==================== signed_sum_accumulator
## src/rtl/signed_sum_accumulator_pkg.sv

```systemverilog
// Shared types and constants for the signed sum accumulator and its saturating adder.
package signed_acc_pkg;

    typedef enum logic [1:0] {
        IDLE  = 2'd0,
        ACCUM = 2'd1,
        DONE  = 2'd2
    } state_t;

    localparam logic signed [31:0] SAT_MAX = 32'sh7FFF_FFFF;
    localparam logic signed [31:0] SAT_MIN = 32'sh8000_0000;

endpackage

```

## src/rtl/signed_sum_accumulator_sat_add.sv

```systemverilog
// Combinational two's-complement adder that clamps to the signed rails on overflow.
module sat_add #(
    parameter int WIDTH = 32
) (
    input  logic signed [WIDTH-1:0] a,
    input  logic signed [WIDTH-1:0] b,
    output logic signed [WIDTH-1:0] sum,
    output logic                    sat
);

    // Overflow only when both operands share a sign and the wrapped result flips it.
    function automatic logic [WIDTH:0] saturate(input logic signed [WIDTH-1:0] x,
                                                input logic signed [WIDTH-1:0] y);
        logic signed [WIDTH-1:0] s;
        logic                    ovf;
        s   = x + y;
        ovf = (x[WIDTH-1] == y[WIDTH-1]) && (s[WIDTH-1] != x[WIDTH-1]);
        if (ovf && !x[WIDTH-1]) begin
            s = {1'b0, {(WIDTH-1){1'b1}}};
        end else if (ovf) begin
            s = {1'b1, {(WIDTH-1){1'b0}}};
        end
        return {ovf, s};
    endfunction

    always_comb begin
        {sat, sum} = saturate(a, b);
    end

endmodule

```

## src/rtl/signed_sum_accumulator.sv

```systemverilog
// Accumulates a programmed number of signed sums with saturation and hands the total downstream.
module signed_sum_accumulator
    import signed_acc_pkg::*;
#(
    parameter int WIDTH = 32,
    parameter int LEN_W = 8
) (
    input  logic                    clk,
    input  logic                    rst_n,
    input  logic                    start,
    input  logic [LEN_W-1:0]        len,
    input  logic                    clear,
    input  logic                    in_valid,
    output logic                    in_ready,
    input  logic signed [WIDTH-1:0] in_data,
    output logic                    out_valid,
    input  logic                    out_ready,
    output logic signed [WIDTH-1:0] out_data,
    output logic                    out_ovf,
    output logic                    busy
);

    state_t                  state_q, state_d;
    logic signed [WIDTH-1:0] acc_q, acc_d;
    logic [LEN_W-1:0]        cnt_q, cnt_d;
    logic [LEN_W-1:0]        len_q, len_d;
    logic                    ovf_q, ovf_d;
    logic signed [WIDTH-1:0] add_sum;
    logic                    add_sat;
    logic [LEN_W-1:0]        cnt_inc;

    sat_add #(.WIDTH(WIDTH)) u_sat_add (
        .a   (acc_q),
        .b   (in_data),
        .sum (add_sum),
        .sat (add_sat)
    );

    assign cnt_inc = cnt_q + LEN_W'(1);

    always_comb begin
        state_d = state_q;
        acc_d   = acc_q;
        cnt_d   = cnt_q;
        len_d   = len_q;
        ovf_d   = ovf_q;
        case (state_q)
            IDLE: begin
                if (start) begin
                    len_d   = len;
                    acc_d   = '0;
                    cnt_d   = '0;
                    ovf_d   = 1'b0;
                    state_d = (len == '0) ? DONE : ACCUM;
                end
            end
            ACCUM: begin
                if (in_valid) begin
                    acc_d = add_sum;
                    cnt_d = cnt_inc;
                    ovf_d = ovf_q | add_sat;
                    if (cnt_inc == len_q) begin
                        state_d = DONE;
                    end
                end
            end
            DONE: begin
                // start arriving together with out_ready is deliberately dropped.
                if (out_ready) begin
                    state_d = IDLE;
                end
            end
            default: state_d = IDLE;
        endcase
    end

    // Register stage: reset has priority over clear, clear over normal operation.
    always_ff @(posedge clk) begin
        if (!rst_n || clear) begin
            state_q <= IDLE;
            acc_q   <= '0;
            cnt_q   <= '0;
            len_q   <= '0;
            ovf_q   <= 1'b0;
        end else begin
            state_q <= state_d;
            acc_q   <= acc_d;
            cnt_q   <= cnt_d;
            len_q   <= len_d;
            ovf_q   <= ovf_d;
        end
    end

    assign in_ready  = (state_q == ACCUM);
    assign out_valid = (state_q == DONE);
    assign busy      = (state_q != IDLE);
    assign out_data  = acc_q;
    assign out_ovf   = ovf_q;

endmodule

```

## config.mk

```make
export PLATFORM = sky130hd
export DESIGN_NAME = signed_sum_accumulator
export DESIGN_NICKNAME = d
export VERILOG_FILES = /design/src/rtl/signed_sum_accumulator_pkg.sv /design/src/rtl/signed_sum_accumulator_sat_add.sv /design/src/rtl/signed_sum_accumulator.sv
export SDC_FILE = /design/constraint.sdc
export NUM_CORES = 1
export LEC_CHECK = 0
export CAP_MARGIN = 5
export CORE_MARGIN = 5
export CORE_UTILIZATION = 25
export CTS_CLUSTER_DIAMETER = 200
export DETAILED_ROUTE_END_ITERATION = 10
export PLACE_DENSITY = 0.53
export SYNTH_ARGS = -nofsm -noshare
export SYNTH_HDL_FRONTEND = slang
export SYNTH_HIERARCHICAL = 1
export SYNTH_SLANG_ARGS = --single-unit
```

## constraint.sdc

```tcl
create_clock -name clk -period 7.3 [get_ports clk]
set_input_delay 2.19 -clock clk [delete_from_list [all_inputs] [get_ports clk]]
set_output_delay 2.19 -clock clk [all_outputs]
set_load 0.005 [all_outputs]
```

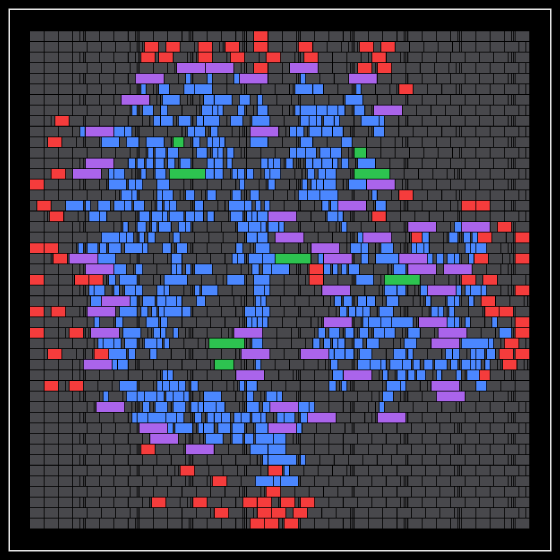
(signed_sum_accumulator/placement_by_type.png)
Fill, decap, tap and diode cells in grey.
[blue] combinational and other logic | cells: 461 | share of their area: 60%
[green] clock drivers and dummy loads | cells: 8 | share of their area: 3.1%
[red] remaining buffers and delay cells | cells: 83 | share of their area: 17%
[purple] sequential cells | cells: 51 | share of their area: 21%

==> flow_metrics.env <==
# yosys + openroad results
export IMPL_main_combinational_cell_family_by_area_after_synthesis="AND-OR/OR-AND gates"
export IMPL_p_sw_share_pct=27.6
export IMPL_total_grt_overflow=0
export IMPL_chain_of_cells_forming_the_critical_path="clkdlybuf4s50_1 -> ha_1 -> a21o_1 -> a31oi_1 -> a211oi_2 -> a221o_2 -> o211ai_2 -> nand3b_1 -> nand2_1 -> o21ai_0 -> a22oi_1 -> nor2_1"
export IMPL_layout_top_cell_excl_fill_tap="sky130_fd_sc_hd__clkdlybuf4s50_1"
export IMPL_final_setup_tns_ps=0
export IMPL_cp_data_required_time_ps=7450
export IMPL_dp_slack_ps=1500
export IMPL_synth_area_um2=4140
export IMPL_gr_max_usage_layer="met2"
export IMPL_layoutNonFillerInstCount=823
export IMPL_rows=47
export IMPL_layout_top_cells="sky130_fd_sc_hd__clkdlybuf4s50_1 (81), sky130_fd_sc_hd__nor2_1 (71), sky130_fd_sc_hd__a21oi_1 (52), sky130_fd_sc_hd__dfxtp_1 (51), sky130_fd_sc_hd__nand2_1 (49)"
export IMPL_final_min_period_over_clock_period_pct=74.9
export IMPL_dr_max_layer_used="met4"
export IMPL_tightestPinTransition_ps=1090
export IMPL_ioPinCount=82
export IMPL_r2r_end="out_data[22]$_SDFFE_PP0P_"
export IMPL_run_status="finished clean"
export IMPL_yosys_top_cells_count="sky130_fd_sc_hd__nor2_1 (71), sky130_fd_sc_hd__a21oi_1 (52), sky130_fd_sc_hd__dfxtp_1 (51)"
export IMPL_worst_setup_ep_type="register"
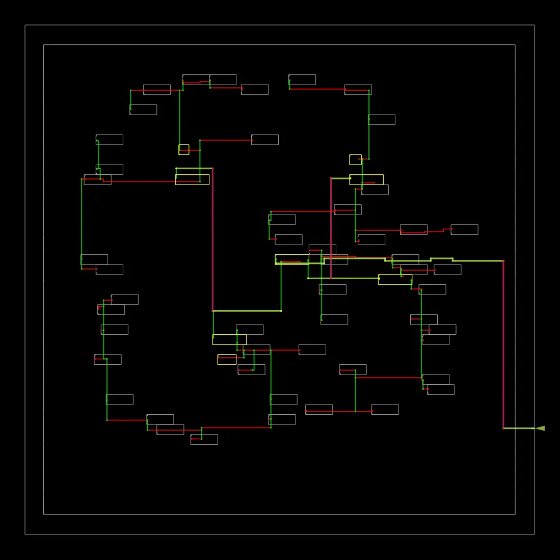
(signed_sum_accumulator/clocks.png)
sequential cell count: 51
number of buffers created by CTS: 5
Clock Sinks: 51
clock buffer count in the final layout: 6


==================== avst_byte_ingress_flat
## src/rtl/avst_keccak_pkg.sv

```systemverilog
// Shared types and helpers for the Avalon-ST to Keccak padder byte ingress.
package avst_keccak_pkg;

   localparam int SYMBOLS_DEFAULT = 8;
   localparam int MAX_SYMBOLS     = 16;
   localparam int MAX_IDX_W       = 4;
   localparam int WORD_MAX_W      = 8 * MAX_SYMBOLS;

   typedef enum logic [1:0] {
      IDLE,
      SEND,
      PAD,
      DONE
   } state_t;

   // Word must be left-aligned to WORD_MAX_W; symbol 0 sits in the top byte.
   function automatic logic [7:0] byte_sel(input logic [WORD_MAX_W-1:0] word,
                                           input logic [MAX_IDX_W-1:0]  idx);
      logic [WORD_MAX_W-1:0] shifted;
      shifted = word << {idx, 3'b000};
      return shifted[WORD_MAX_W-1 -: 8];
   endfunction

endpackage

```

## src/rtl/avst_byte_ingress_if.sv

```systemverilog
// Avalon-ST beat input plus padder byte output, bundled for the ingress block.
interface avst_byte_ingress_if
   import avst_keccak_pkg::*;
#(
   parameter int SYMBOLS = SYMBOLS_DEFAULT,
   parameter int EMPTY_W = $clog2(SYMBOLS)
) ();

   logic [8*SYMBOLS-1:0] st_data;
   logic                 st_valid;
   logic                 st_ready;
   logic                 st_sop;
   logic                 st_eop;
   logic [EMPTY_W-1:0]   st_empty;
   logic [7:0]           byte_out;
   logic                 byte_valid;
   logic                 byte_last;
   logic                 buffer_full;

   // Environment side: Avalon-ST source and padder together.
   modport master (
      output st_data, st_valid, st_sop, st_eop, st_empty, buffer_full,
      input  st_ready, byte_out, byte_valid, byte_last
   );

   modport slave (
      input  st_data, st_valid, st_sop, st_eop, st_empty, buffer_full,
      output st_ready, byte_out, byte_valid, byte_last
   );

endinterface

```

## src/rtl/avst_byte_ingress.sv

```systemverilog
// Serialises one Avalon-ST packet into the Keccak padder byte interface,
// then issues the padder's last strobe only while its buffer has room.
module avst_byte_ingress
   import avst_keccak_pkg::*;
#(
   parameter int SYMBOLS = SYMBOLS_DEFAULT,
   parameter int EMPTY_W = $clog2(SYMBOLS)
) (
   input  logic               clk,
   input  logic               reset,
   avst_byte_ingress_if.slave bus,
   output logic               proto_err
);

   localparam int IDX_W  = $clog2(SYMBOLS);
   localparam int NB_W   = IDX_W + 1;
   localparam int WORD_W = 8 * SYMBOLS;

   state_t                  state, state_n;
   logic                    in_pkt, in_pkt_n;
   logic                    proto_err_n;
   logic [IDX_W-1:0]        idx, idx_n;
   logic [WORD_W-1:0]       hold_word;
   logic [NB_W-1:0]         hold_nbytes;
   logic                    hold_eop;
   logic                    load;
   logic                    last_byte;
   logic [NB_W-1:0]         beat_nbytes;
   logic [WORD_MAX_W-1:0]   word_aligned;

   assign beat_nbytes  = bus.st_eop ? NB_W'(SYMBOLS) - NB_W'(bus.st_empty)
                                    : NB_W'(SYMBOLS);
   assign last_byte    = ({1'b0, idx} == hold_nbytes - NB_W'(1));
   assign word_aligned = WORD_MAX_W'(hold_word) << (WORD_MAX_W - WORD_W);

   always_ff @(posedge clk) begin
      if (reset) begin
         state     <= IDLE;
         in_pkt    <= 1'b0;
         idx       <= '0;
         proto_err <= 1'b0;
      end else begin
         // NOTE: state registers use non-blocking assignments so every flop
         // samples the pre-edge values of its neighbours.
         state     <= state_n;
         in_pkt    <= in_pkt_n;
         idx       <= idx_n;
         proto_err <= proto_err_n;
      end
   end

   // NOTE: the holding register is pure data, always qualified by state, so it
   // is deliberately left out of reset.
   always_ff @(posedge clk) begin
      if (load) begin
         hold_word   <= bus.st_data;
         hold_nbytes <= beat_nbytes;
         hold_eop    <= bus.st_eop;
      end
   end

   always_comb begin
      // NOTE: every output of this block gets a default first, so no path can
      // leave a signal unassigned and infer a latch.
      state_n        = state;
      in_pkt_n       = in_pkt;
      idx_n          = idx;
      proto_err_n    = proto_err;
      load           = 1'b0;
      bus.st_ready   = 1'b0;
      bus.byte_valid = 1'b0;
      bus.byte_last  = 1'b0;
      bus.byte_out   = 8'h00;

      case (state)
         IDLE: begin
            bus.st_ready = 1'b1;
            if (bus.st_valid) begin
               if (!in_pkt && !bus.st_sop) begin
                  proto_err_n = 1'b1;
               end else begin
                  load     = 1'b1;
                  in_pkt_n = 1'b1;
                  idx_n    = '0;
                  state_n  = SEND;
               end
            end
         end

         SEND: begin
            bus.byte_valid = 1'b1;
            bus.byte_out   = byte_sel(word_aligned, MAX_IDX_W'(idx));
            if (!bus.buffer_full) begin
               if (!last_byte) begin
                  idx_n = idx + IDX_W'(1);
               end else if (hold_eop) begin
                  state_n = PAD;
               end else begin
                  // Open the beat input in the final byte cycle for a gapless reload.
                  bus.st_ready = 1'b1;
                  idx_n        = '0;
                  if (bus.st_valid) begin
                     load = 1'b1;
                  end else begin
                     state_n = IDLE;
                  end
               end
            end
         end

         PAD: begin
            // The padder latches is_last unconditionally, so gate it with room.
            bus.byte_valid = !bus.buffer_full;
            bus.byte_last  = !bus.buffer_full;
            if (!bus.buffer_full) begin
               state_n = DONE;
            end
         end

         DONE: begin
            state_n = DONE;
         end

         default: begin
            state_n = IDLE;
         end
      endcase

      if (reset) begin
         load           = 1'b0;
         bus.st_ready   = 1'b0;
         bus.byte_valid = 1'b0;
         bus.byte_last  = 1'b0;
         bus.byte_out   = 8'h00;
      end
   end

endmodule
```

## src/flat_wrapper.sv

```systemverilog
// flat-port wrapper written by rule: the top's interface ports become plain ports
module avst_byte_ingress_flat import avst_keccak_pkg::*;
#(
   parameter int SYMBOLS = SYMBOLS_DEFAULT,
   parameter int EMPTY_W = $clog2(SYMBOLS)
)
  (clk, reset, proto_err, bus_st_data, bus_st_valid, bus_st_sop, bus_st_eop, bus_st_empty, bus_buffer_full, bus_st_ready, bus_byte_out, bus_byte_valid, bus_byte_last);
  avst_byte_ingress_if #(.SYMBOLS(SYMBOLS), .EMPTY_W(EMPTY_W)) bus_i ();
  input  logic clk;
  input  logic reset;
  output logic proto_err;
  input wire logic [$bits(bus_i.st_data)-1:0] bus_st_data;
  input wire logic [$bits(bus_i.st_valid)-1:0] bus_st_valid;
  input wire logic [$bits(bus_i.st_sop)-1:0] bus_st_sop;
  input wire logic [$bits(bus_i.st_eop)-1:0] bus_st_eop;
  input wire logic [$bits(bus_i.st_empty)-1:0] bus_st_empty;
  input wire logic [$bits(bus_i.buffer_full)-1:0] bus_buffer_full;
  output wire logic [$bits(bus_i.st_ready)-1:0] bus_st_ready;
  output wire logic [$bits(bus_i.byte_out)-1:0] bus_byte_out;
  output wire logic [$bits(bus_i.byte_valid)-1:0] bus_byte_valid;
  output wire logic [$bits(bus_i.byte_last)-1:0] bus_byte_last;
  assign bus_i.st_data = bus_st_data;
  assign bus_i.st_valid = bus_st_valid;
  assign bus_i.st_sop = bus_st_sop;
  assign bus_i.st_eop = bus_st_eop;
  assign bus_i.st_empty = bus_st_empty;
  assign bus_i.buffer_full = bus_buffer_full;
  assign bus_st_ready = bus_i.st_ready;
  assign bus_byte_out = bus_i.byte_out;
  assign bus_byte_valid = bus_i.byte_valid;
  assign bus_byte_last = bus_i.byte_last;
  avst_byte_ingress #(.SYMBOLS(SYMBOLS), .EMPTY_W(EMPTY_W)) u_core (.clk(clk), .reset(reset), .bus(bus_i), .proto_err(proto_err));
endmodule
```

## config.mk

```make
export PLATFORM = sky130hd
export DESIGN_NAME = avst_byte_ingress_flat
export DESIGN_NICKNAME = d
export VERILOG_FILES = /design/src/rtl/avst_keccak_pkg.sv /design/src/rtl/avst_byte_ingress_if.sv /design/src/rtl/avst_byte_ingress.sv /design/src/flat_wrapper.sv
export SDC_FILE = /design/constraint.sdc
export NUM_CORES = 1
export LEC_CHECK = 0
export CORE_MARGIN = 3
export CORE_UTILIZATION = 44
export CTS_CLUSTER_DIAMETER = 100
export DETAILED_ROUTE_END_ITERATION = 8
export PLACE_DENSITY_LB_ADDON = 0.12
export REMOVE_ABC_BUFFERS = 1
export SETUP_SLACK_MARGIN = 0.3
export SLEW_MARGIN = 15
export SYNTH_ARGS = -nofsm -noshare
export SYNTH_HDL_FRONTEND = slang
export SYNTH_SLANG_ARGS = --single-unit
export TNS_END_PERCENT = 30
```

## constraint.sdc

```tcl
create_clock -name clk -period 5.2 [get_ports clk]
set_input_delay 0.52 -clock clk [delete_from_list [all_inputs] [get_ports clk]]
set_output_delay 0.52 -clock clk [all_outputs]
set_load 0.05 [all_outputs]
```

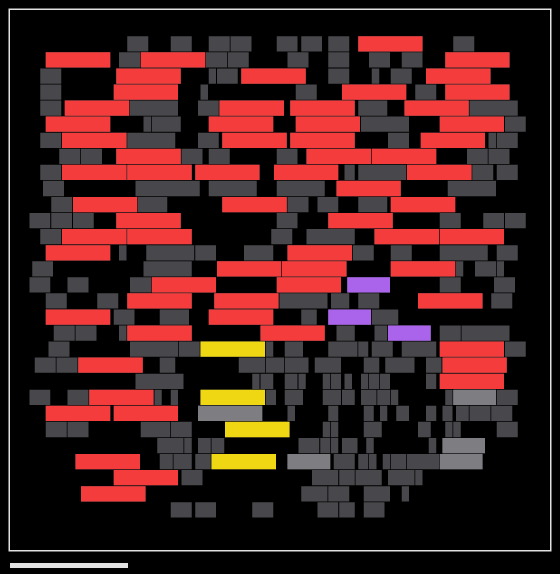
(avst_byte_ingress_flat/flops_by_reg.png)
The bar under the picture is 20 µm long. Other sequential cells in the stronger grey, the rest of the logic in the fainter grey.
[red] u_core.hold_word | sequential cells: 64
[yellow] u_core.hold_nbytes | sequential cells: 4 | where: south
[purple] u_core.idx | sequential cells: 3
not coloured: 5

==> flow_metrics.env <==
# yosys + openroad results
export IMPL_clk_transition_reported_paths_ps=80
export IMPL_met1_usage_pct=20.4
export IMPL_routed_via_density=5.03
export IMPL_run_status="finished clean"
export IMPL_cp_num_buf_inv=1
export IMPL_critical_path_top_cell_by_count="sky130_fd_sc_hd__a21oi_1"
export IMPL_dpl_cell_count=364
export IMPL_tap_cells=96
export IMPL_power_top_group="registers"
export IMPL_nonClockInverterCount=10
export IMPL_layoutNonFillerInstCount=380
export IMPL_synth_area_um2=3210
export IMPL_xor_share_pct=1.09
export IMPL_synth_top_cell_area_share_pct=64.5
export IMPL_holdWs_ps=475
export IMPL_fillerInstances=510
export IMPL_synth_adder_area_share_pct=3.12
export IMPL_dpl_cell_area_um2=4170
export IMPL_critical_path_arrival_ps=3190
export IMPL_reg_largest_list="u_core.hold_word (64), u_core.hold_nbytes (4), u_core.idx (3)"
export IMPL_number_of_failing_hold_endpoints_at_the_final_stage=0
export IMPL_final_net_count=360
export IMPL_insertedDiodeCount=0
export IMPL_cp_data_required_time_ps=4680
export IMPL_floorplan_die_area_um2=8360
export IMPL_clock_skew_final_ps=9.69
export IMPL_synth_area_top_cells="sky130_fd_sc_hd__edfxtp_1 (65%), sky130_fd_sc_hd__mux4_2 (11%), sky130_fd_sc_hd__dfxtp_1 (4.4%), sky130_fd_sc_hd__ha_1 (3.1%), sky130_fd_sc_hd__mux2i_1 (2.5%)"
export IMPL_dominantRegCellSynth="sky130_fd_sc_hd__edfxtp_1"
export IMPL_yosys_mux_area_fraction_pct=14.2

==================== mem_port_arbiter
==> mem_port_arbiter/clocks.png <==
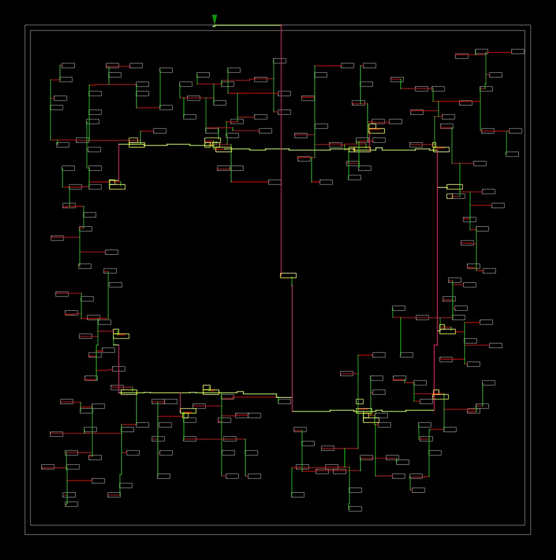
==> mem_port_arbiter/wires.png <==
The bar under the picture is 100 µm long. Only two layers are drawn.
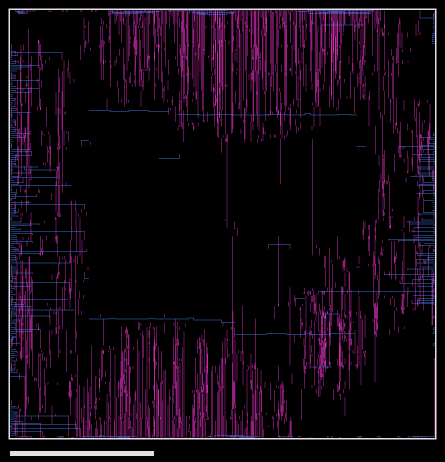
===== src/rtl/mem_port_arbiter.sv =====
// Round-robin arbiter sharing one main-memory block port between an instruction cache (port 0)
// and a data cache (port 1). One outstanding transaction; a watchdog aborts stalled ones.
module mem_port_arbiter #(
   parameter int unsigned ADDR_W  = 32,
   parameter int unsigned BLK_W   = 128,
   parameter int unsigned TIMEOUT = 64
) (
   input  logic              clk,
   input  logic              rst,
   input  logic              c0_req_valid,
   input  logic              c0_req_rw,
   input  logic [ADDR_W-1:0] c0_req_addr,
   input  logic [BLK_W-1:0]  c0_req_data,
   output logic              c0_data_ready,
   input  logic              c1_req_valid,
   input  logic              c1_req_rw,
   input  logic [ADDR_W-1:0] c1_req_addr,
   input  logic [BLK_W-1:0]  c1_req_data,
   output logic              c1_data_ready,
   output logic [BLK_W-1:0]  cx_data_data,
   output logic              mem_req_valid,
   output logic              mem_req_rw,
   output logic [ADDR_W-1:0] mem_req_addr,
   output logic [BLK_W-1:0]  mem_req_data,
   input  logic              mem_data_ready,
   input  logic [BLK_W-1:0]  mem_data_data,
   output logic              timeout_err,
   output logic              err_port
);

   typedef enum logic [1:0] {StIdle, StBusy, StRelease} state_e;

   localparam bit          WdogEn  = (TIMEOUT != 0);
   localparam logic [15:0] CntLast = 16'(TIMEOUT - 1);

   state_e              state_q, state_d;
   logic                req_valid_q, req_valid_d;
   logic                req_rw_q, req_rw_d;
   logic [ADDR_W-1:0]   req_addr_q, req_addr_d;
   logic [BLK_W-1:0]    req_data_q, req_data_d;
   logic                timeout_err_q, timeout_err_d;
   logic                err_port_q, err_port_d;
   logic                last_grant_q, last_grant_d;
   logic                grant_q, grant_d;
   logic [15:0]         cnt_q, cnt_d;
   logic                grant_sel;
   logic                busy_done;

   // Lone requester wins outright; on a tie the port not granted last time wins.
   assign grant_sel = c1_req_valid & (~c0_req_valid | ~last_grant_q);

   always_comb begin
      state_d       = state_q;
      req_valid_d   = req_valid_q;
      req_rw_d      = req_rw_q;
      req_addr_d    = req_addr_q;
      req_data_d    = req_data_q;
      timeout_err_d = 1'b0;
      err_port_d    = err_port_q;
      last_grant_d  = last_grant_q;
      grant_d       = grant_q;
      cnt_d         = cnt_q;
      unique case (state_q)
         StIdle: begin
            if (c0_req_valid || c1_req_valid) begin
               grant_d      = grant_sel;
               last_grant_d = grant_sel;
               req_rw_d     = grant_sel ? c1_req_rw   : c0_req_rw;
               req_addr_d   = grant_sel ? c1_req_addr : c0_req_addr;
               req_data_d   = grant_sel ? c1_req_data : c0_req_data;
               req_valid_d  = 1'b1;
               cnt_d        = 16'd0;
               state_d      = StBusy;
            end
         end
         StBusy: begin
            if (mem_data_ready) begin
               req_valid_d = 1'b0;
               state_d     = StRelease;
            end else if (WdogEn && (cnt_q == CntLast)) begin
               req_valid_d   = 1'b0;
               timeout_err_d = 1'b1;
               err_port_d    = grant_q;
               state_d       = StRelease;
            end else begin
               cnt_d = cnt_q + 16'd1;
            end
         end
         StRelease: begin
            state_d = StIdle;
         end
         default: begin
            state_d = StIdle;
         end
      endcase
   end

   always_ff @(posedge clk) begin
      if (rst) begin
         state_q       <= StIdle;
         req_valid_q   <= 1'b0;
         req_rw_q      <= 1'b0;
         req_addr_q    <= '0;
         req_data_q    <= '0;
         timeout_err_q <= 1'b0;
         err_port_q    <= 1'b0;
         last_grant_q  <= 1'b1;
         grant_q       <= 1'b0;
         cnt_q         <= 16'd0;
      end else begin
         state_q       <= state_d;
         req_valid_q   <= req_valid_d;
         req_rw_q      <= req_rw_d;
         req_addr_q    <= req_addr_d;
         req_data_q    <= req_data_d;
         timeout_err_q <= timeout_err_d;
         err_port_q    <= err_port_d;
         last_grant_q  <= last_grant_d;
         grant_q       <= grant_d;
         cnt_q         <= cnt_d;
      end
   end

   // Completion is combinational; a reset in the same cycle suppresses it.
   assign busy_done     = (state_q == StBusy) & mem_data_ready & ~rst;
   assign c0_data_ready = busy_done & ~grant_q;
   assign c1_data_ready = busy_done & grant_q;
   assign cx_data_data  = mem_data_data;

   assign mem_req_valid = req_valid_q;
   assign mem_req_rw    = req_rw_q;
   assign mem_req_addr  = req_addr_q;
   assign mem_req_data  = req_data_q;
   assign timeout_err   = timeout_err_q;
   assign err_port      = err_port_q;

endmodule


===== config.mk =====
export PLATFORM = sky130hd
export DESIGN_NAME = mem_port_arbiter
export DESIGN_NICKNAME = d
export VERILOG_FILES = /design/src/rtl/mem_port_arbiter.sv
export SDC_FILE = /design/constraint.sdc
export NUM_CORES = 1
export LEC_CHECK = 0
export CAP_MARGIN = 0
export CORE_AREA = 3 3 292 294
export CTS_BUF_LIST = sky130_fd_sc_hd__clkbuf_8 sky130_fd_sc_hd__clkbuf_16
export CTS_CLUSTER_DIAMETER = 40
export CTS_CLUSTER_SIZE = 20
export DETAILED_ROUTE_END_ITERATION = 8
export DIE_AREA = 0 0 295 297
export PLACE_DENSITY_LB_ADDON = 0.08
export SLEW_MARGIN = 20
export SYNTH_ARGS = -nofsm -noshare
export SYNTH_HDL_FRONTEND = slang
export SYNTH_SLANG_ARGS = --single-unit

===== constraint.sdc =====
create_clock -name clk -period 3.07 [get_ports clk]
set_clock_uncertainty 0.2 [all_clocks]
set_input_delay 0.614 -clock clk [delete_from_list [all_inputs] [get_ports clk]]
set_output_delay 0.614 -clock clk [all_outputs]
set_load 0.02 [all_outputs]

==> flow_metrics.env <==
# yosys + openroad results
export IMPL_run_status="finished clean"
export IMPL_cts_root_buf="sky130_fd_sc_hd__clkbuf_16"
export IMPL_cp_depth=4
export IMPL_cp_num_buf_inv=2
export IMPL_clock_latency_ps=470
export IMPL_finalWorstSetupSlack_ps=210
export IMPL_vert_die_dim_um=297
export IMPL_comb_area_share_pct=27.1
export IMPL_yosysUniqueCellTypes=44
export IMPL_largest_register_ffs=128
export IMPL_critical_path_arrival_ps=2050
export IMPL_largest_class="non-clock buffers"
export IMPL_p_sw_share_pct=33.3
export IMPL_number_of_failing_hold_endpoints_at_the_final_stage=0
export IMPL_yosys_warns=0
export IMPL_h_tree_depth=4
export IMPL_core_area_um2=83200
export IMPL_setup_viol_count_final=0
export IMPL_critical_path_startpoint="mem_data_ready"
export IMPL_drt_first_iter_violations=202
export IMPL_worstSetupEndpoint="c0_data_ready"
export IMPL_yosys_area_top_type="sky130_fd_sc_hd__dfxtp_1"
export IMPL_synthesis_area_per_instance_um2=9.25
export IMPL_worst_r2r_startpoint="state_q[1]$_SDFFE_PP0P_"
export IMPL_synth_top_cell_area_share_pct=40.6
## Picture notes: mem_port_arbiter/clocks.png
clock buffer count in the final layout: 18
sequential cell count: 184
Clock Sinks: 184

## Picture notes: mem_port_arbiter/wires.png
[blue] metal 3 | wire length: 3280 µm
[magenta] metal 2 | wire length: 22.2 mm


==================== alu_arbiter
==> alu_arbiter/clk_routes.png <==
The bar under the picture is 20 µm long.
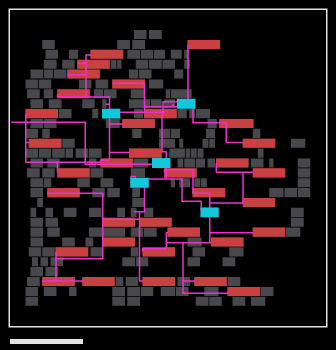
==> alu_arbiter/wires.png <==
The bar under the picture is 20 µm long. Only two layers are drawn.
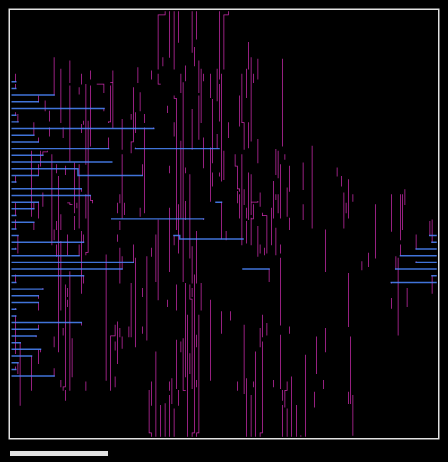
===== src/rtl/alu_arb_pkg.sv =====
// Shared types and constants for the two-requester picoMIPS ALU arbiter.
// Function codes must match the alucodes definitions used by the ALU itself.
package alu_arb_pkg;

  // Operand width of the shared ALU; alu_req_t is built on it.
  localparam int ALU_N = 8;

  localparam logic [1:0] RA   = 2'b00;
  localparam logic [1:0] RB   = 2'b01;
  localparam logic [1:0] RADD = 2'b10;
  localparam logic [1:0] RMUL = 2'b11;

  typedef enum logic [1:0] {
    IDLE = 2'd0,
    EXEC = 2'd1,
    DONE = 2'd2
  } state_t;

  typedef struct packed {
    logic [ALU_N-1:0] a;
    logic [ALU_N-1:0] b;
    logic [1:0]       func;
  } alu_req_t;

endpackage


===== src/rtl/rr_arb2.sv =====
// Two-way round-robin grant. Purely combinational: the pointer register lives
// in the parent, this block only says who wins and what the pointer becomes.
module rr_arb2 (
  input  logic valid0_i,
  input  logic valid1_i,
  input  logic ptr_i,
  input  logic upd_en_i,
  output logic gnt_idx_o,
  output logic gnt_vld_o,
  output logic ptr_nxt_o
);

  // A lone requester always wins; on a tie the pointer decides. After a grant
  // the pointer moves to the loser so it wins the next tie.
  always_comb begin
    gnt_vld_o = valid0_i | valid1_i;
    if (valid0_i && valid1_i) begin
      gnt_idx_o = ptr_i;
    end else begin
      gnt_idx_o = valid1_i;
    end
    ptr_nxt_o = upd_en_i ? ~gnt_idx_o : ptr_i;
  end

endmodule


===== src/rtl/alu_arbiter.sv =====
// Shares one picoMIPS ALU between two requesters, round-robin, one operation
// in flight at a time. RMUL holds operands for MUL_LAT cycles, others for one.
// Optional per-requester completion counters: define ALU_ARB_STATS_EN.
//
//   state | meaning
//   IDLE  | waiting for a request; readys driven from the grant
//   EXEC  | operands held on the ALU, latency counter running down
//   DONE  | result presented on resp_*, waiting for resp_ready
module alu_arbiter
  import alu_arb_pkg::*;
#(
  parameter int n       = ALU_N,  // must equal ALU_N (alu_req_t width)
  parameter int MUL_LAT = 3,      // 1..15
  parameter int CNT_W   = 16
) (
  input  logic         clk,
  input  logic         nReset,
  input  logic         req0_valid,
  output logic         req0_ready,
  input  logic [n-1:0] req0_a,
  input  logic [n-1:0] req0_b,
  input  logic [1:0]   req0_func,
  input  logic         req1_valid,
  output logic         req1_ready,
  input  logic [n-1:0] req1_a,
  input  logic [n-1:0] req1_b,
  input  logic [1:0]   req1_func,
  output logic         resp_valid,
  input  logic         resp_ready,
  output logic         resp_id,
  output logic [n-1:0] resp_data,
  output logic [n-1:0] alu_a,
  output logic [n-1:0] alu_b,
  output logic [1:0]   alu_func,
  input  logic [n-1:0] alu_result,
  output logic         busy
`ifdef ALU_ARB_STATS_EN
  ,
  output logic [CNT_W-1:0] op_count0,
  output logic [CNT_W-1:0] op_count1
`endif
);

  localparam logic [3:0] LAT_M1 = 4'(MUL_LAT - 1);

  state_t       state_q, state_d;
  logic [3:0]   cnt_q, cnt_d;
  logic         ptr_q, ptr_d;
  alu_req_t     req_q, gnt_req;
  logic         id_q;
  logic [n-1:0] resp_data_q;
  logic         gnt_idx, gnt_vld, accept, last_exec;

  assign accept    = (state_q == IDLE) && gnt_vld;
  assign last_exec = (state_q == EXEC) && (cnt_q == 4'd0);

  rr_arb2 u_rr (
    .valid0_i  (req0_valid),
    .valid1_i  (req1_valid),
    .ptr_i     (ptr_q),
    .upd_en_i  (accept),
    .gnt_idx_o (gnt_idx),
    .gnt_vld_o (gnt_vld),
    .ptr_nxt_o (ptr_d)
  );

  // Select the winning requester's operation for capture.
  always_comb begin
    if (gnt_idx) gnt_req = '{a: req1_a, b: req1_b, func: req1_func};
    else         gnt_req = '{a: req0_a, b: req0_b, func: req0_func};
  end

  // FSM next state and latency counter.
  always_comb begin
    state_d = state_q;
    cnt_d   = cnt_q;
    case (state_q)
      IDLE: if (accept) begin
        state_d = EXEC;
        cnt_d   = (gnt_req.func == RMUL) ? LAT_M1 : 4'd0;
      end
      EXEC: if (cnt_q == 4'd0) state_d = DONE;
            else               cnt_d   = cnt_q - 4'd1;
      DONE: if (resp_ready) state_d = IDLE;
      default: state_d = IDLE;
    endcase
  end

  // State, pointer, latched request and captured result.
  always_ff @(posedge clk or negedge nReset) begin
    if (!nReset) begin
      state_q     <= IDLE;
      cnt_q       <= 4'd0;
      ptr_q       <= 1'b0;
      req_q       <= '0;
      id_q        <= 1'b0;
      resp_data_q <= '0;
    end else begin
      state_q <= state_d;
      cnt_q   <= cnt_d;
      ptr_q   <= ptr_d;
      if (accept) begin
        req_q <= gnt_req;
        id_q  <= gnt_idx;
      end
      if (last_exec) resp_data_q <= alu_result;
    end
  end

  assign req0_ready = accept && !gnt_idx;
  assign req1_ready = accept &&  gnt_idx;
  assign alu_a      = req_q.a;
  assign alu_b      = req_q.b;
  assign alu_func   = req_q.func;
  assign resp_valid = (state_q == DONE);
  assign resp_id    = id_q;
  assign resp_data  = resp_data_q;
  assign busy       = (state_q != IDLE);

`ifdef ALU_ARB_STATS_EN
  logic [CNT_W-1:0] op_cnt0_q, op_cnt1_q;
  logic             resp_hs;

  assign resp_hs = (state_q == DONE) && resp_ready;

  // Saturating count of completed response handshakes per requester.
  always_ff @(posedge clk or negedge nReset) begin
    if (!nReset) begin
      op_cnt0_q <= '0;
      op_cnt1_q <= '0;
    end else if (resp_hs) begin
      if (!id_q && !(&op_cnt0_q)) op_cnt0_q <= op_cnt0_q + 1'b1;
      if ( id_q && !(&op_cnt1_q)) op_cnt1_q <= op_cnt1_q + 1'b1;
    end
  end

  assign op_count0 = op_cnt0_q;
  assign op_count1 = op_cnt1_q;
`endif

endmodule


===== config.mk =====
export PLATFORM = sky130hd
export DESIGN_NAME = alu_arbiter
export DESIGN_NICKNAME = d
export VERILOG_FILES = /design/src/rtl/alu_arb_pkg.sv /design/src/rtl/rr_arb2.sv /design/src/rtl/alu_arbiter.sv
export SDC_FILE = /design/constraint.sdc
export NUM_CORES = 1
export LEC_CHECK = 0
export CAP_MARGIN = 0
export CORE_MARGIN = 4
export CORE_UTILIZATION = 25
export DETAILED_ROUTE_END_ITERATION = 12
export GPL_TIMING_DRIVEN = 0
export PLACE_DENSITY = 0.54
export SLEW_MARGIN = 20
export SYNTH_ARGS = -nofsm -noshare
export SYNTH_HDL_FRONTEND = slang
export SYNTH_SLANG_ARGS = --single-unit
export TNS_END_PERCENT = 30

===== constraint.sdc =====
create_clock -name clk -period 2.07 [get_ports clk]
set_input_delay 0.414 -clock clk [delete_from_list [all_inputs] [get_ports clk]]
set_output_delay 0.414 -clock clk [all_outputs]
set_load 0.02 [all_outputs]

==> flow_metrics.env <==
# yosys + openroad results
export IMPL_drt_first_iter_violations=42
export IMPL_yosys_mux_area_fraction_pct=7.06
export IMPL_initial_core_util_pct=26.0
export IMPL_chain_of_cells_forming_the_critical_path="nand2b_1 -> inv_1 -> clkdlybuf4s50_1"
export IMPL_cpPeakStageDelay_ps=590
export IMPL_vert_die_dim_um=87
export IMPL_use_met2_pct=18.4
export IMPL_residual_antenna_violating_net_count_after_detailed_routing=0
export IMPL_combinationalPowerShare_pct=52.9
export IMPL_yosys_warns=0
export IMPL_tritoncts="yes"
export IMPL_routed_wire_length_on_met2_mm=1.89
export IMPL_async_reset_ff_share_pct=100
export IMPL_simple_gate_area_share_pct=14.8
export IMPL_run_status="finished clean"
Notes on alu_arbiter/clk_routes.png above:
[cyan] clock drivers | count: 5
[magenta] clock wires | length: 539 µm
[red] flip-flops | count: 34
routed clock nets: 6
Clock Power Share: 14.0%
P_clk: 0.496 mW
clock latency (worst-skew pair): 280 ps
Worst Clk Skew: 8.80 ps

Notes on alu_arbiter/wires.png above:
[blue] metal 3 | wire length: 447 µm
[magenta] metal 2 | wire length: 1890 µm


==================== rsa_result_scroller
<file path="config.mk">
export PLATFORM = sky130hd
export DESIGN_NAME = rsa_result_scroller
export DESIGN_NICKNAME = d
export VERILOG_FILES = /design/src/rtl/rsa_result_scroller_pkg.sv /design/src/rtl/rsa_dwell_timer.sv /design/src/rtl/rsa_result_scroller.sv
export SDC_FILE = /design/constraint.sdc
export NUM_CORES = 1
export LEC_CHECK = 0
export CORE_ASPECT_RATIO = 0.75
export CORE_MARGIN = 4
export CORE_UTILIZATION = 45
export CTS_CLUSTER_DIAMETER = 60
export DETAILED_ROUTE_END_ITERATION = 16
export GPL_ROUTABILITY_DRIVEN = 0
export PLACE_DENSITY = 0.79
export RECOVER_POWER = 25
export REMOVE_ABC_BUFFERS = 1
export SLEW_MARGIN = 40
export SYNTH_ARGS = -nofsm -noshare
export SYNTH_HDL_FRONTEND = slang
export SYNTH_SLANG_ARGS = --single-unit
</file>
<file path="constraint.sdc">
create_clock -name clk -period 2.2 [get_ports clk]
set_clock_uncertainty 0.1 [all_clocks]
set_input_delay 0.44 -clock clk [delete_from_list [all_inputs] [get_ports clk]]
set_output_delay 0.44 -clock clk [all_outputs]
set_load 0.1 [all_outputs]
</file>
<file path="src/rtl/rsa_result_scroller_pkg.sv">
// Shared types and constants for the RSA result scroller.
// BITS is a macro so that the top and any wrappers agree on the result width.
`ifndef BITS
`define BITS 32
`endif

package rsa_result_scroller_pkg;

  typedef enum logic [1:0] {
    IDLE = 2'd0,
    BUSY = 2'd1,
    SHOW = 2'd2
  } state_t;

  localparam logic [4:0] PKG_BLANK_CODE = 5'h10;
  localparam int unsigned MAX_WINDOWS = 4;

  // Advance to the next 16-bit window, wrapping after the last one.
  function automatic logic [1:0] next_window(input logic [1:0] win,
                                             input int unsigned n_windows);
    if (n_windows <= 1 || win == 2'(n_windows - 1)) begin
      return 2'd0;
    end
    return win + 2'd1;
  endfunction

  function automatic logic [4:0] nibble_code(input logic [3:0] nibble);
    return {1'b0, nibble};
  endfunction

endpackage

</file>
<file path="src/rtl/rsa_dwell_timer.sv">
// Dwell counter for the result scroller: counts enabled cycles and emits a
// one-cycle wrap pulse at TICK_DIV-1; clear has priority over counting.
module rsa_dwell_timer #(
  parameter int unsigned TICK_DIV = 50_000_000
) (
  input  logic clk,
  input  logic i_reset,
  input  logic i_en,
  input  logic i_clear,
  output logic o_wrap
);

  localparam int unsigned CNT_W = (TICK_DIV > 1) ? $clog2(TICK_DIV) : 1;
  localparam logic [CNT_W-1:0] LAST = CNT_W'(TICK_DIV - 1);

  logic [CNT_W-1:0] r_cnt;
  logic             w_at_last;

  assign w_at_last = (r_cnt == LAST);
  assign o_wrap    = i_en & ~i_clear & w_at_last;

  always_ff @(posedge clk) begin
    if (i_reset || i_clear) begin
      r_cnt <= '0;
    end else if (i_en) begin
      if (w_at_last) begin
        r_cnt <= '0;
      end else begin
        r_cnt <= r_cnt + 1'b1;
      end
    end
  end

endmodule

</file>
<file path="src/rtl/rsa_result_scroller.sv">
// Captures the RSA result on DONE and scrolls it through 16-bit windows onto
// the four seven-segment digit codes, with busy/valid/window decimal points.
module rsa_result_scroller
  import rsa_result_scroller_pkg::*;
#(
  parameter int unsigned BITS       = `BITS,
  parameter int unsigned TICK_DIV   = 50_000_000,
  parameter logic [4:0]  BLANK_CODE = PKG_BLANK_CODE
) (
  input  logic            clk,
  input  logic            reset,
  input  logic [BITS-1:0] result_in,
  input  logic            done_in,
  input  logic            go_in,
  input  logic            hold_in,
  output logic [4:0]      dig3,
  output logic [4:0]      dig2,
  output logic [4:0]      dig1,
  output logic [4:0]      dig0,
  output logic [3:0]      decpts,
  output logic [1:0]      win_idx
);

  localparam int unsigned N_WIN = BITS / 16;

  state_t          r_state;
  state_t          w_state_next;
  logic            r_done_q;
  logic            r_go_q;
  logic [BITS-1:0] r_capture;
  logic [1:0]      r_win_idx;

  logic            w_done_rise;
  logic            w_go_rise;
  logic            w_go_fall;
  logic            w_timer_en;
  logic            w_wrap;
  logic [15:0]     w_windows [MAX_WINDOWS];
  logic [15:0]     w_cur_window;

  assign w_done_rise = done_in & ~r_done_q;
  assign w_go_rise   = go_in & ~r_go_q;
  assign w_go_fall   = ~go_in & r_go_q;
  assign w_timer_en  = (r_state == SHOW) & ~hold_in;

  rsa_dwell_timer #(
    .TICK_DIV (TICK_DIV)
  ) u_dwell_timer (
    .clk     (clk),
    .i_reset (reset),
    .i_en    (w_timer_en),
    .i_clear (w_done_rise),
    .o_wrap  (w_wrap)
  );

  always_ff @(posedge clk) begin
    if (reset) begin
      r_state <= IDLE;
    end else begin
      r_state <= w_state_next;
    end
  end

  always_comb begin
    w_state_next = r_state;
    if (w_done_rise) begin
      w_state_next = SHOW;
    end else begin
      unique case (r_state)
        IDLE:    if (w_go_rise) w_state_next = BUSY;
        BUSY:    if (w_go_fall) w_state_next = IDLE;
        SHOW:    if (w_go_rise) w_state_next = BUSY;
        default: w_state_next = IDLE;
      endcase
    end
  end

  // Edge detectors track the inputs during reset so a level already high
  // when reset releases is not mistaken for a fresh edge.
  always_ff @(posedge clk) begin
    if (reset) begin
      r_done_q  <= done_in;
      r_go_q    <= go_in;
      r_capture <= '0;
      r_win_idx <= 2'd0;
    end else begin
      r_done_q <= done_in;
      r_go_q   <= go_in;
      if (w_done_rise) begin
        r_capture <= result_in;
        r_win_idx <= 2'd0;
      end else if (w_wrap) begin
        r_win_idx <= next_window(r_win_idx, N_WIN);
      end
    end
  end

  genvar gi;
  generate
    for (gi = 0; gi < MAX_WINDOWS; gi++) begin : g_window
      if (gi < N_WIN) begin : g_used
        assign w_windows[gi] = r_capture[16*gi +: 16];
      end else begin : g_unused
        assign w_windows[gi] = 16'h0000;
      end
    end
  endgenerate

  assign w_cur_window = w_windows[r_win_idx];
  assign win_idx      = r_win_idx;

  always_comb begin
    dig3   = BLANK_CODE;
    dig2   = BLANK_CODE;
    dig1   = BLANK_CODE;
    dig0   = BLANK_CODE;
    decpts = 4'b0000;
    unique case (r_state)
      SHOW: begin
        dig3   = nibble_code(w_cur_window[15:12]);
        dig2   = nibble_code(w_cur_window[11:8]);
        dig1   = nibble_code(w_cur_window[7:4]);
        dig0   = nibble_code(w_cur_window[3:0]);
        decpts = {r_win_idx, 1'b0, 1'b1};
      end
      BUSY:    decpts = 4'b0010;
      default: decpts = 4'b0000;
    endcase
  end

endmodule

</file>
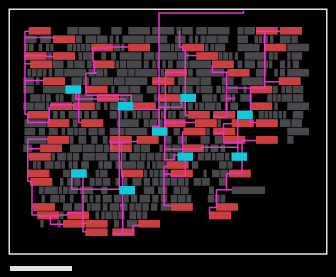
(rsa_result_scroller/clk_routes.png)
The bar under the picture is 20 µm long.
[cyan] clock drivers | count: 9
[red] flip-flops | count: 64
[magenta] clock wires | length: 779 µm
routed clock nets: 10
P_clk: 0.966 mW
clock latency (worst-skew pair): 340 ps
Clock Power Share: 38.2%

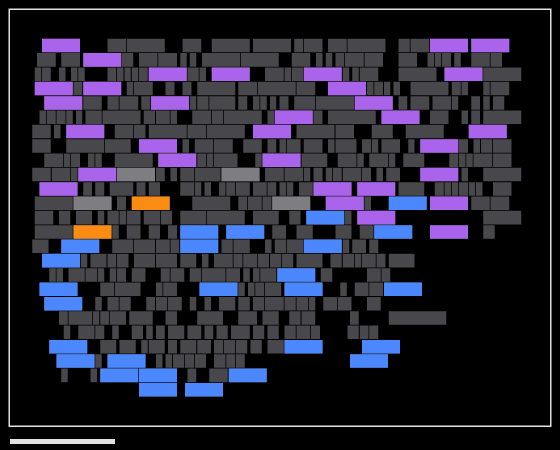
(rsa_result_scroller/flops_by_reg.png)
The bar under the picture is 20 µm long. Other sequential cells in the stronger grey, the rest of the logic in the fainter grey.
[blue] u_dwell_timer.r_cnt | sequential cells: 26
[orange] r_state | sequential cells: 2
[purple] r_capture | sequential cells: 32
not coloured: 4

==> flow_metrics.env <==
# yosys + openroad results
export IMPL_run_status="finished clean"
export IMPL_cts_num_sinks=64
export IMPL_synth_top_cell_area_share_pct=42.6
export IMPL_grt_first_pass_wirelength_mm=13.5
export IMPL_h_tree_depth=3
export IMPL_yosysUniqueCellTypes=43
export IMPL_ctsLongestPathBuffers=2
export IMPL_met1_usage_pct=28.9
export IMPL_path_class="register to register"
export IMPL_critical_path_slowest_cell="sky130_fd_sc_hd__or4_4"
export IMPL_vert_die_dim_um=78.8
export IMPL_layout_top_cell_excl_fill_tap="sky130_fd_sc_hd__nand2_1"
export IMPL_synth_flop_count=64
export IMPL_critical_path_top_cell_by_count="sky130_fd_sc_hd__or4_4"
export IMPL_yosys_top_cells_count="sky130_fd_sc_hd__nand2_1 (82), sky130_fd_sc_hd__dfxtp_1 (64), sky130_fd_sc_hd__a21oi_1 (48)"
export IMPL_n_all_buffers=82
export IMPL_gr_usage_met3_pct=5.53
export IMPL_initial_core_util_pct=47.2
export IMPL_finalPower_mw=2.53
export IMPL_power_top_group="registers"
export IMPL_yosys_area_share_aoi_pct=14.8
export IMPL_simple_gate_area_share_pct=29.4
export IMPL_syn2layout_area_growth_pct=43.6
export IMPL_p_leak_nw=1.44
export IMPL_most_frequently_used_cell_type_in_the_post_synthesis_netlist="sky130_fd_sc_hd__nand2_1"
export IMPL_yosys_area_top_type="sky130_fd_sc_hd__dfxtp_1"
export IMPL_place_hpwl_mm=5.89
export IMPL_met3RoutedLength_um=565
export IMPL_registers_top_by_ff_count="r_capture"
export IMPL_p_sw_share_pct=26.4

==================== fifo_rd_scheduler
==> fifo_rd_scheduler/clocks.png <==
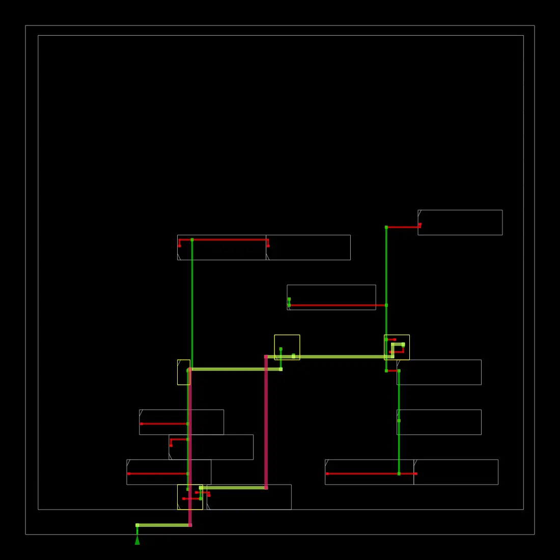
==> fifo_rd_scheduler/wires.png <==
The bar under the picture is 20 µm long. Only two layers are drawn.
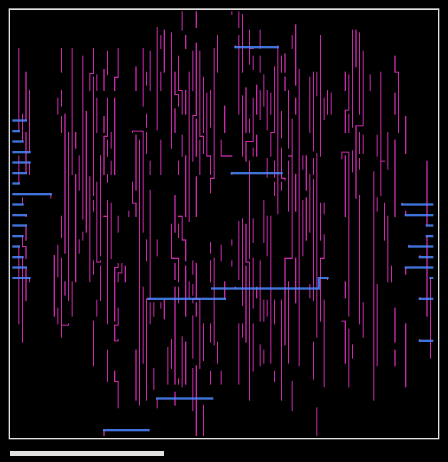
`config.mk`:
```
export PLATFORM = sky130hd
export DESIGN_NAME = fifo_rd_scheduler
export DESIGN_NICKNAME = d
export VERILOG_FILES = /design/src/rtl/fifo_rd_scheduler.sv
export SDC_FILE = /design/constraint.sdc
export NUM_CORES = 1
export LEC_CHECK = 0
export ABC_AREA = 1
export CORE_UTILIZATION = 43
export CTS_CLUSTER_DIAMETER = 80
export CTS_CLUSTER_SIZE = 20
export DETAILED_ROUTE_END_ITERATION = 8
export PLACE_DENSITY = 0.76
export SETUP_SLACK_MARGIN = 0.02
export SYNTH_ARGS = -nofsm -noshare
export SYNTH_HDL_FRONTEND = slang
export SYNTH_SLANG_ARGS = --single-unit
```
`constraint.sdc`:
```
create_clock -name clk -period 1.95 [get_ports clk]
set_input_delay 0.39 -clock clk [delete_from_list [all_inputs] [get_ports clk]]
set_output_delay 0.39 -clock clk [all_outputs]
set_load 0.005 [all_outputs]
```
`src/rtl/fifo_rd_scheduler.sv`:
```
// Weighted round-robin read scheduler: grants one non-empty FIFO queue at a time,
// strobing rd up to the queue's quota, and tags each read for the downstream consumer.
module fifo_rd_scheduler #(
   parameter int NQ = 4,
   parameter int QW = 4,
   localparam int SW = $clog2(NQ)
) (
   input  logic               clk,
   input  logic               rst,
   input  logic               en,
   input  logic [NQ-1:0]      emp,
   input  logic [NQ*QW-1:0]   quota,
   input  logic               out_rdy,
   output logic [NQ-1:0]      rd,
   output logic [SW-1:0]      tag,
   output logic               tag_vld,
   output logic               busy,
   output logic [SW-1:0]      cur_q
);

   typedef enum logic {IDLE, SERVE} state_t;

   state_t          state_reg, state_next;
   logic [SW-1:0]   cur_reg, cur_next;
   logic [SW-1:0]   ptr_reg, ptr_next;
   logic [QW-1:0]   credit_reg, credit_next;
   logic [SW-1:0]   tag_reg;
   logic            tag_vld_reg;

   logic [QW-1:0]   q_arr [NQ];
   logic [NQ-1:0]   elig;
   logic [SW-1:0]   start_idx;
   logic [SW-1:0]   winner;
   logic            found;
   logic            issue;
   logic            release_q;

   genvar gi;
   generate
      for (gi = 0; gi < NQ; gi++) begin : g_elig
         assign q_arr[gi] = quota[gi*QW +: QW];
         assign elig[gi]  = ~emp[gi] & (|q_arr[gi]);
      end
   endgenerate

   function automatic logic [SW-1:0] inc_idx(input logic [SW-1:0] i);
      return (i == SW'(NQ-1)) ? '0 : i + 1'b1;
   endfunction

   // In SERVE the search only matters on release, where it must start after cur.
   assign start_idx = (state_reg == SERVE) ? inc_idx(cur_reg) : ptr_reg;

   always_comb begin
      found  = 1'b0;
      winner = '0;
      // Walk backwards so the last hit is the first eligible index from start_idx.
      for (int k = NQ - 1; k >= 0; k--) begin
         if (elig[(int'(start_idx) + k) % NQ]) begin
            found  = 1'b1;
            winner = SW'((int'(start_idx) + k) % NQ);
         end
      end
   end

   always_comb begin
      state_next  = state_reg;
      cur_next    = cur_reg;
      credit_next = credit_reg;
      ptr_next    = ptr_reg;
      issue       = 1'b0;
      release_q   = 1'b0;
      case (state_reg)
         IDLE: begin
            if (en && found) begin
               state_next  = SERVE;
               cur_next    = winner;
               credit_next = q_arr[winner];
            end
         end
         SERVE: begin
            issue     = en & out_rdy & ~emp[cur_reg];
            release_q = (issue && credit_reg == QW'(1)) || emp[cur_reg] || !en;
            if (issue)
               credit_next = credit_reg - 1'b1;
            if (release_q) begin
               ptr_next = inc_idx(cur_reg);
               if (!en || !found) begin
                  state_next = IDLE;
               end else begin
                  cur_next    = winner;
                  credit_next = q_arr[winner];
               end
            end
         end
         default: state_next = IDLE;
      endcase
   end

   always_comb begin
      rd = '0;
      if (issue)
         rd[cur_reg] = 1'b1;
   end

   always_ff @(posedge clk or posedge rst) begin
      if (rst) begin
         state_reg   <= IDLE;
         cur_reg     <= '0;
         credit_reg  <= '0;
         ptr_reg     <= '0;
         tag_reg     <= '0;
         tag_vld_reg <= 1'b0;
      end else begin
         state_reg   <= state_next;
         cur_reg     <= cur_next;
         credit_reg  <= credit_next;
         ptr_reg     <= ptr_next;
         tag_vld_reg <= issue;
         if (issue)
            tag_reg <= cur_reg;
      end
   end

   assign tag     = tag_reg;
   assign tag_vld = tag_vld_reg;
   assign busy    = (state_reg == SERVE);
   assign cur_q   = cur_reg;

endmodule

```
==> flow_metrics.env <==
# yosys + openroad results
export IMPL_run_status="finished with violations"
export IMPL_failed_checks="setup timing"
export IMPL_slew_viol_final=0
export IMPL_drive_gt1_share_pct=33.3
export IMPL_final_area_um2=1950
export IMPL_mappedNetlistNets=231
export IMPL_critical_path_arrival_ps=2240
export IMPL_fmaxAchievable_ghz=0.482
export IMPL_p_sw_mw=1.63
export IMPL_final_setup_tns_ps=-446
export IMPL_worst_r2r_startpoint="cur_q[0]$_DFFE_PP0P_"
export IMPL_drt_first_iter_violations=35
export IMPL_comb_area_um2=935
export IMPL_cts_buffers=3
export IMPL_setup_viol_count_final=8
export IMPL_critical_path_slowest_cell="sky130_fd_sc_hd__dfrtp_2"
export IMPL_finalWorstSetupSlack_ps=-125
export IMPL_number_of_antenna_violations_at_the_first_check_in_global_routing=0
export IMPL_p_leak_nw=1.00
## Picture notes: fifo_rd_scheduler/clocks.png
clock latency (worst-skew pair): 280 ps
Worst Clk Skew: 3.82 ps

## Picture notes: fifo_rd_scheduler/wires.png
[blue] metal 3 | wire length: 97.0 µm
[magenta] metal 2 | wire length: 1750 µm



==> notes/layouts.md <==
Pictures saved along the way, in no particular order.

Clock nets.
image #1
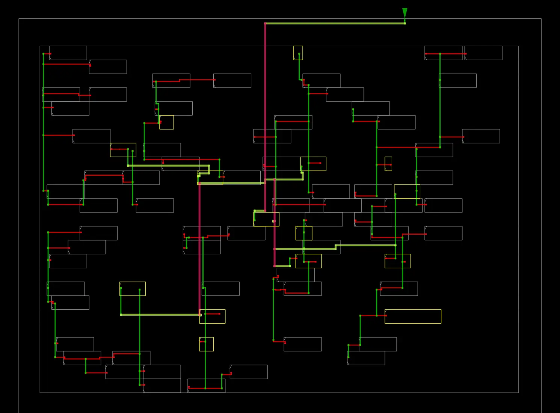
image #2
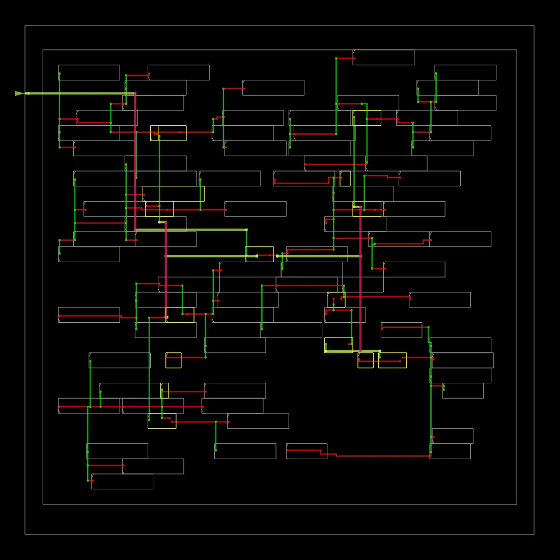
image #3
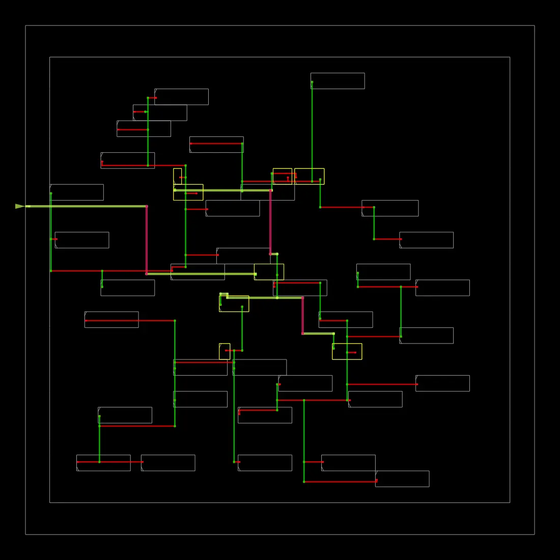
Of these, fewest sequential cells: image #3
Of these, most sequential cells: image #2
For alu_arbiter, see image #3.
For rsa_result_scroller, see image #1.
For avst_byte_ingress_flat, see image #2.

Power figures rest on the tool's default switching activity, not on a simulated workload.
